######## block 1 ########
$ cat src/rtl/irq_ctrl_if.sv
// CPU memory-bus slot used by the interrupt controller: decoder/CPU side drives
// select, write strobe, register index and write data; the controller returns read data.
interface irq_ctrl_if #(
  parameter int unsigned WIDTH = 32
);
  logic             cs;
  logic             wen;
  logic [2:0]       addr;
  logic [WIDTH-1:0] din;
  logic [WIDTH-1:0] dout;

  modport master (output cs, output wen, output addr, output din, input dout);
  modport slave  (input cs, input wen, input addr, input din, output dout);
endinterface

$ cat src/rtl/irq_ctrl.sv
// Memory-mapped interrupt controller: collects request lines, presents the lowest
// eligible index to the CPU and sequences ack / in-service / end-of-interrupt.
module irq_ctrl #(
  parameter int unsigned WIDTH = 32,
  parameter int unsigned NIRQ  = 32,
  parameter int unsigned VEC_W = 5
) (
  input  logic             clk,
  input  logic             reset,
  irq_ctrl_if.slave        bus,
  input  logic [NIRQ-1:0]  irq_in,
  output logic             cpu_irq,
  output logic [VEC_W-1:0] cpu_vec,
  input  logic             cpu_ack
);

  typedef enum logic [1:0] {IDLE, REQ, SERVICE} state_t;

  state_t           state_q, state_d;
  logic [NIRQ-1:0]  pend_q, pend_d;
  logic [NIRQ-1:0]  en_q, en_d;
  logic [NIRQ-1:0]  mode_q, mode_d;
  logic [NIRQ-1:0]  prev_q;
  logic             act_valid_q, act_valid_d;
  logic [VEC_W-1:0] act_vec_q, act_vec_d;
  logic             cpu_irq_q, cpu_irq_d;
  logic [VEC_W-1:0] cpu_vec_q, cpu_vec_d;

  logic             wr;
  logic             ack_take;
  logic             eoi;
  logic [NIRQ-1:0]  pend_view;
  logic [NIRQ-1:0]  eligible;
  logic [NIRQ-1:0]  ack_mask;
  logic [NIRQ-1:0]  set_v;
  logic [NIRQ-1:0]  clr_v;
  logic [VEC_W-1:0] winner;
  logic             found;
  logic [WIDTH-1:0] rdata;

  assign wr       = bus.cs & bus.wen;
  assign ack_take = (state_q == REQ) & cpu_ack;
  assign eoi      = wr & (bus.addr == 3'd4) & (state_q == SERVICE);

  // pend_q holds latched edges for edge bits and only the soft bit for level bits
  assign pend_view = pend_q | (irq_in & ~mode_q);
  assign eligible  = pend_view & en_q;

  always_comb begin
    winner = '0;
    found  = 1'b0;
    for (int unsigned i = 0; i < NIRQ; i++) begin
      if (eligible[i] && !found) begin
        winner = VEC_W'(i);
        found  = 1'b1;
      end
    end
  end

  always_comb begin
    ack_mask = '0;
    for (int unsigned i = 0; i < NIRQ; i++) begin
      if (ack_take && (VEC_W'(i) == cpu_vec_q)) ack_mask[i] = 1'b1;
    end
  end

  // Sets are OR'd in after clears so a same-cycle set always survives
  always_comb begin
    set_v  = irq_in & ~prev_q & mode_q;
    clr_v  = ack_mask;
    if (wr && (bus.addr == 3'd5)) set_v = set_v | bus.din[NIRQ-1:0];
    if (wr && (bus.addr == 3'd0)) clr_v = clr_v | bus.din[NIRQ-1:0];
    pend_d = (pend_q & ~clr_v) | set_v;
    en_d   = (wr && (bus.addr == 3'd1)) ? bus.din[NIRQ-1:0] : en_q;
    mode_d = (wr && (bus.addr == 3'd2)) ? bus.din[NIRQ-1:0] : mode_q;
  end

  always_comb begin
    state_d     = state_q;
    cpu_irq_d   = cpu_irq_q;
    cpu_vec_d   = cpu_vec_q;
    act_valid_d = act_valid_q;
    act_vec_d   = act_vec_q;
    unique case (state_q)
      IDLE: begin
        if (found) begin
          state_d   = REQ;
          cpu_irq_d = 1'b1;
          cpu_vec_d = winner;
        end
      end
      REQ: begin
        if (cpu_ack) begin
          state_d     = SERVICE;
          cpu_irq_d   = 1'b0;
          act_valid_d = 1'b1;
          act_vec_d   = cpu_vec_q;
        end else if (!found) begin
          state_d   = IDLE;
          cpu_irq_d = 1'b0;
        end else begin
          cpu_vec_d = winner;
        end
      end
      SERVICE: begin
        if (eoi) begin
          state_d     = IDLE;
          act_valid_d = 1'b0;
        end
      end
      default: state_d = IDLE;
    endcase
  end

  always_ff @(posedge clk or negedge reset) begin
    if (!reset) begin
      state_q     <= IDLE;
      pend_q      <= '0;
      en_q        <= '0;
      mode_q      <= '0;
      prev_q      <= '0;
      act_valid_q <= 1'b0;
      act_vec_q   <= '0;
      cpu_irq_q   <= 1'b0;
      cpu_vec_q   <= '0;
    end else begin
      state_q     <= state_d;
      pend_q      <= pend_d;
      en_q        <= en_d;
      mode_q      <= mode_d;
      prev_q      <= irq_in;
      act_valid_q <= act_valid_d;
      act_vec_q   <= act_vec_d;
      cpu_irq_q   <= cpu_irq_d;
      cpu_vec_q   <= cpu_vec_d;
    end
  end

  always_comb begin
    rdata = '0;
    if (bus.cs) begin
      case (bus.addr)
        3'd0: rdata[NIRQ-1:0] = pend_view;
        3'd1: rdata[NIRQ-1:0] = en_q;
        3'd2: rdata[NIRQ-1:0] = mode_q;
        3'd3: begin
          rdata[31]        = act_valid_q;
          rdata[VEC_W-1:0] = act_vec_q;
        end
        3'd6: rdata[1:0] = {state_q == SERVICE, cpu_irq_q};
        default: rdata = '0;
      endcase
    end
  end

  assign bus.dout = rdata;
  assign cpu_irq  = cpu_irq_q;
  assign cpu_vec  = cpu_vec_q;

endmodule
$ cat src/flat_wrapper.sv
// flat-port wrapper written by rule: the top's interface ports become plain ports
module irq_ctrl_flat 
#(
  parameter int unsigned WIDTH = 32,
  parameter int unsigned NIRQ  = 32,
  parameter int unsigned VEC_W = 5
)
  (clk, reset, irq_in, cpu_irq, cpu_vec, cpu_ack, bus_cs, bus_wen, bus_addr, bus_din, bus_dout);
  irq_ctrl_if #(.WIDTH(WIDTH)) bus_i ();
  input  logic clk;
  input  logic reset;
  input  logic [NIRQ-1:0] irq_in;
  output logic cpu_irq;
  output logic [VEC_W-1:0] cpu_vec;
  input  logic cpu_ack;
  input wire logic [$bits(bus_i.cs)-1:0] bus_cs;
  input wire logic [$bits(bus_i.wen)-1:0] bus_wen;
  input wire logic [$bits(bus_i.addr)-1:0] bus_addr;
  input wire logic [$bits(bus_i.din)-1:0] bus_din;
  output wire logic [$bits(bus_i.dout)-1:0] bus_dout;
  assign bus_i.cs = bus_cs;
  assign bus_i.wen = bus_wen;
  assign bus_i.addr = bus_addr;
  assign bus_i.din = bus_din;
  assign bus_dout = bus_i.dout;
  irq_ctrl #(.WIDTH(WIDTH), .NIRQ(NIRQ), .VEC_W(VEC_W)) u_core (.clk(clk), .reset(reset), .bus(bus_i), .irq_in(irq_in), .cpu_irq(cpu_irq), .cpu_vec(cpu_vec), .cpu_ack(cpu_ack));
endmodule
$ cat config.mk
export PLATFORM = sky130hd
export DESIGN_NAME = irq_ctrl_flat
export DESIGN_NICKNAME = d
export VERILOG_FILES = /design/src/rtl/irq_ctrl_if.sv /design/src/rtl/irq_ctrl.sv /design/src/flat_wrapper.sv
export SDC_FILE = /design/constraint.sdc
export NUM_CORES = 1
export LEC_CHECK = 0
export CAP_MARGIN = 20
export CORE_ASPECT_RATIO = 1.75
export CORE_UTILIZATION = 40
export CTS_BUF_LIST = sky130_fd_sc_hd__clkbuf_4
export DETAILED_ROUTE_END_ITERATION = 12
export PLACE_DENSITY = 0.6
export SYNTH_ARGS = -nofsm -noshare
export SYNTH_HDL_FRONTEND = slang
export SYNTH_SLANG_ARGS = --single-unit
$ cat constraint.sdc
create_clock -name clk -period 2 [get_ports clk]
set_input_delay 0.2 -clock clk [delete_from_list [all_inputs] [get_ports clk]]
set_output_delay 0.2 -clock clk [all_outputs]
set_load 0.02 [all_outputs]
######## block 2 ########
[config.mk]
export PLATFORM = sky130hd
export DESIGN_NAME = mac_column_compensator
export DESIGN_NICKNAME = d
export VERILOG_FILES = /design/src/rtl/mac_column_compensator.sv
export SDC_FILE = /design/constraint.sdc
export NUM_CORES = 1
export LEC_CHECK = 0
export CAP_MARGIN = 20
export CORE_MARGIN = 8
export CORE_UTILIZATION = 31
export CTS_BUF_LIST = sky130_fd_sc_hd__clkbuf_4
export CTS_CLUSTER_DIAMETER = 150
export DETAILED_ROUTE_END_ITERATION = 8
export SETUP_SLACK_MARGIN = 0.05
export SYNTH_ARGS = -nofsm -noshare
export SYNTH_HDL_FRONTEND = slang
export SYNTH_SLANG_ARGS = --single-unit
[constraint.sdc]
create_clock -name clk -period 5.3 [get_ports clk]
set_input_delay 1.06 -clock clk [delete_from_list [all_inputs] [get_ports clk]]
set_output_delay 1.06 -clock clk [all_outputs]
set_load 0.05 [all_outputs]
[src/rtl/mac_column_compensator.sv]
// Column-bottom compensator: adds deferred error products back into MAC partial sums,
// accumulates TILES beats per result and hands the result out through a one-deep register.
module mac_column_compensator #(
    parameter int PSUM_W  = 24,
    parameter int EPROD_W = 16,
    parameter int ACC_W   = 32,
    parameter int TILES   = 4,
    parameter int CNT_W   = 8
) (
    input  logic               clk,
    input  logic               rst_n,
    input  logic               clear,
    input  logic               in_valid,
    output logic               in_ready,
    input  logic [PSUM_W-1:0]  psum_in,
    input  logic [EPROD_W-1:0] eprod_in,
    input  logic               err_in,
    output logic               out_valid,
    input  logic               out_ready,
    output logic [ACC_W-1:0]   acc_out,
    output logic [CNT_W-1:0]   err_count_out,
    output logic               sat_out
);
    localparam int TC_W = (TILES > 1) ? $clog2(TILES) : 1;
    localparam logic [TC_W-1:0] LAST_TILE = TC_W'(TILES - 1);

    // Handshakes: a transfer happens on a rising edge where valid and ready are both 1.
    // in_ready depends only on registered state and out_ready, never on in_valid.
    typedef enum logic {IDLE, ACCUM} state_t;

    state_t            state, state_nxt;
    logic [ACC_W-1:0]  acc, acc_nxt;
    logic [TC_W-1:0]   tile_cnt, tile_cnt_nxt;
    logic [CNT_W-1:0]  err_cnt, err_cnt_nxt;
    logic              sat, sat_nxt;

    logic              last_tile;
    logic              accept;
    logic              load_out;
    logic [ACC_W-1:0]  acc_base;
    logic [ACC_W:0]    term;
    logic [ACC_W:0]    sum;
    logic [ACC_W-1:0]  sum_clamped;
    logic [CNT_W-1:0]  err_upd;
    logic              sat_upd;

    assign last_tile = (tile_cnt == LAST_TILE);
    assign in_ready  = !(last_tile && out_valid && !out_ready);
    assign accept    = in_valid && in_ready;
    assign load_out  = accept && last_tile && !clear;

    // A fresh group always starts from zero, whatever acc last held.
    assign acc_base    = (state == ACCUM) ? acc : '0;
    assign term        = (ACC_W + 1)'(psum_in) + (err_in ? (ACC_W + 1)'(eprod_in) : '0);
    assign sum         = {1'b0, acc_base} + term;
    assign sum_clamped = sum[ACC_W] ? '1 : sum[ACC_W-1:0];
    assign sat_upd     = sat | sum[ACC_W];
    assign err_upd     = (err_in && (err_cnt != '1)) ? err_cnt + CNT_W'(1) : err_cnt;

    always_ff @(posedge clk or negedge rst_n) begin
        if (!rst_n) begin
            state    <= IDLE;
            acc      <= '0;
            tile_cnt <= '0;
            err_cnt  <= '0;
            sat      <= 1'b0;
        end else begin
            state    <= state_nxt;
            acc      <= acc_nxt;
            tile_cnt <= tile_cnt_nxt;
            err_cnt  <= err_cnt_nxt;
            sat      <= sat_nxt;
        end
    end

    always_comb begin
        state_nxt    = state;
        acc_nxt      = acc;
        tile_cnt_nxt = tile_cnt;
        err_cnt_nxt  = err_cnt;
        sat_nxt      = sat;
        if (clear || (accept && last_tile)) begin
            state_nxt    = IDLE;
            acc_nxt      = '0;
            tile_cnt_nxt = '0;
            err_cnt_nxt  = '0;
            sat_nxt      = 1'b0;
        end else if (accept) begin
            state_nxt    = ACCUM;
            acc_nxt      = sum_clamped;
            tile_cnt_nxt = tile_cnt + TC_W'(1);
            err_cnt_nxt  = err_upd;
            sat_nxt      = sat_upd;
        end
    end

    // Output register survives clear; a drain and a load in the same cycle keep out_valid high.
    always_ff @(posedge clk or negedge rst_n) begin
        if (!rst_n) begin
            out_valid     <= 1'b0;
            acc_out       <= '0;
            err_count_out <= '0;
            sat_out       <= 1'b0;
        end else if (load_out) begin
            out_valid     <= 1'b1;
            acc_out       <= sum_clamped;
            err_count_out <= err_upd;
            sat_out       <= sat_upd;
        end else if (out_ready) begin
            out_valid     <= 1'b0;
        end
    end
endmodule


==> layout pictures side by side <==
Routing congestion.
(a)
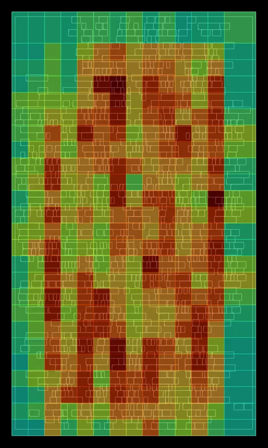
(b)
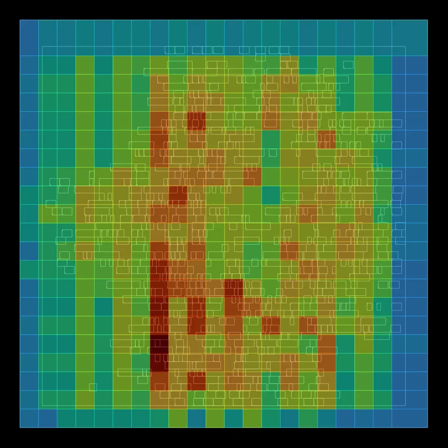
block 1: (a)
block 2: (b)
- highest track usage: (a)
- highest utilization: (a)

### Met1 routing, block 2

Scale bar: 50 µm.
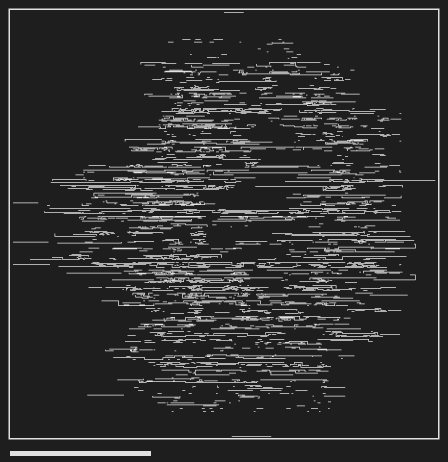
nets with wire on the layer: 706
share of all routed wire: 47%

==> impl_metrics.toml, block 2 <==
# physical design summary
[cells_and_area]
nNonClkBuffers = 96
fin_util_pct = 38.4
diodes = 1
seq_cells = 86
clock_area_share_pct = 2.00
lay_top_count = "clkdlybuf4s50_1"
top_regs = "acc (32), acc_out (32)"
syn_to_final_growth_pct = 21.5

[worst_hold_path]
whs_path_depth = 2
hp-class = "reg2reg"

[floorplanning]
chip_area_mm2 = 0.0229

[setup_path]
cp_top_family = "AND-OR/OR-AND gates"
crit_buf_inv = 1
crit_path_end = "acc[31]$_DFFE_PN0P_"
r2r-end = "acc[31]$_DFFE_PN0P_"
start_kind = "input pin"
slowest_delay_ns = 0.59

[power_and_ir_drop]
p_comb_uw = 944
powerClk_uw = 387

[status]
outcome = "finished, final reports clean"

[drt]
routed_wl_um = 14900
drcViolationCount = 0
highest_layer = "met4"

[global_routing]
use_met1_pct = 17.6
grt_pass1_wl_um = 24800
gr-usage-met3_pct = 2.48
use_met2_pct = 23.2

[synth]
yosysTopAreaCell = "dfrtp_1"
synthXorXnorAreaFrac_pct = 4.94
synth.net_count = 715
ys_sh_mux_pct = 0.728

[clocking]
cts_sinks = 86
cts_made_buffers = 9

[placed_design]
dp.cells = 905

[final_timing]
drv_slew = 0

[flow_run]
maxCapViolCount = 0
### Met2 routing, block 1

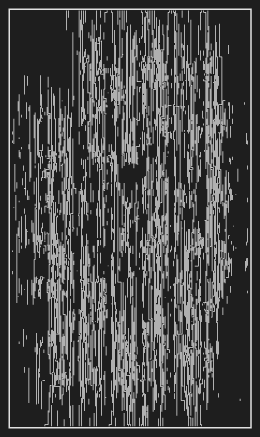
main direction: vertical
share of all routed wire: 55%

==> impl_metrics.toml, block 1 <==
# physical design summary
[setup_path]
crit_path_end = "cpu_vec[1]"
endpoint_kind = "primary output"
cp_max_fo = 7
crit_type = "reg2out"
regToRegStartpoint = "u_core.mode_q[1]$_DFFE_PN0P_"
worstRegToRegCells = 10

[drt]
wl_met2_um = 12900
first_iter_violations = 323
drtAntennaViolNets = 0
routed_wl_um = 23400
wl_met1_um = 8500
vias = 6684

[synth]
yosys_area_mm2 = 0.00715
synthXorXnorAreaFrac_pct = 0
ys_sh_adder_pct = 0
yosys.cell_types.count = 45
synth.net_count = 812
top_logic_kind = "simple AND/OR/NAND/NOR gates"
ys.flops = 142
top_cell = "nand2_1"
synth.avg_cell_area_um2 = 9.66
ys_async_sr_fraction_pct = 100
synthTopCellsByArea = "dfrtp_1 (50%), nand2_1 (9.4%), mux2_2 (5.0%)"

[floorplanning]
die_w_um = 103
fp_util_pct = 40.9
core_mm2 = 0.0175

[final_timing]
setup_viol = 0
hold_slack_ns = 0.0710
period_minus_slack_ns = 1.96
worst_slew_pin_slew_ns = 0.519

[global_routing]
gr-usage-met3_pct = 4.72
grt_overflow = 0
use_met2_pct = 49.2
grt_pass1_vias = 7097

[clocking]
cts_sinks = 142
hold_buffers = 1
cts_tree = "done"
h-tree-depth = 4
clockBufferDepth = 2

[cells_and_area]
regArea_mm2 = 0.00356
diodes = 1
nets = 1022
combGateArea_mm2 = 0.00349
nNonClkBuffers = 225
fin_util_pct = 55.6

[status]
outcome = "finished, final reports clean"

[placed_design]
dpl_cell_area_mm2 = 0.00937
port_buffers = 109
gp_congestion = 0.862

[power_and_ir_drop]
p_sw_mw = 3.64
power-top-group = "sequential cells"
clock_power_share_pct = 20.7
internal_power_mw = 6.19
seq_power_mw = 4.39
seqPwrFrac_pct = 44.7
total_power_mw = 9.83

[worst_hold_path]
hp-class = "in2async"

[flow_run]
log.warning_count = 26


==> screenshots <==
Placement density heat map.
Plate I
Scale bar: 50 µm. 15 x 15 tiles, from black (low) to pale yellow (high), 0 to 100% covered.
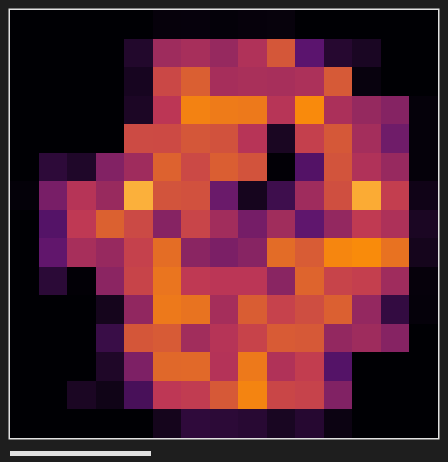
Plate II
Scale bar: 20 µm. 10 x 18 tiles, from black (low) to pale yellow (high), 0 to 100% covered.
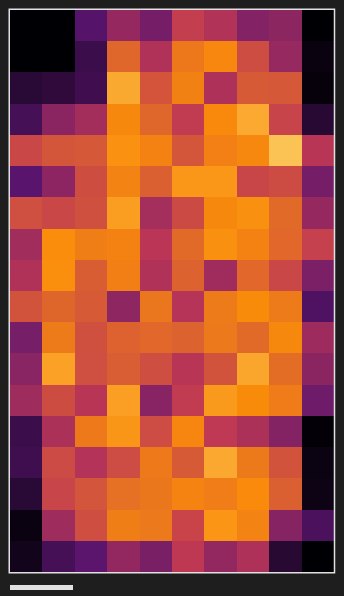
| from | picture |
|---|---|
| block 2 | Plate I |
| block 1 | Plate II |
Of these, highest utilization: Plate II

Key to Plate II:
emptiest ninth of the die: upper left
tiles over 75% full: 10%
fullest tile: 87%

Power and IR drop assume default switching activity.
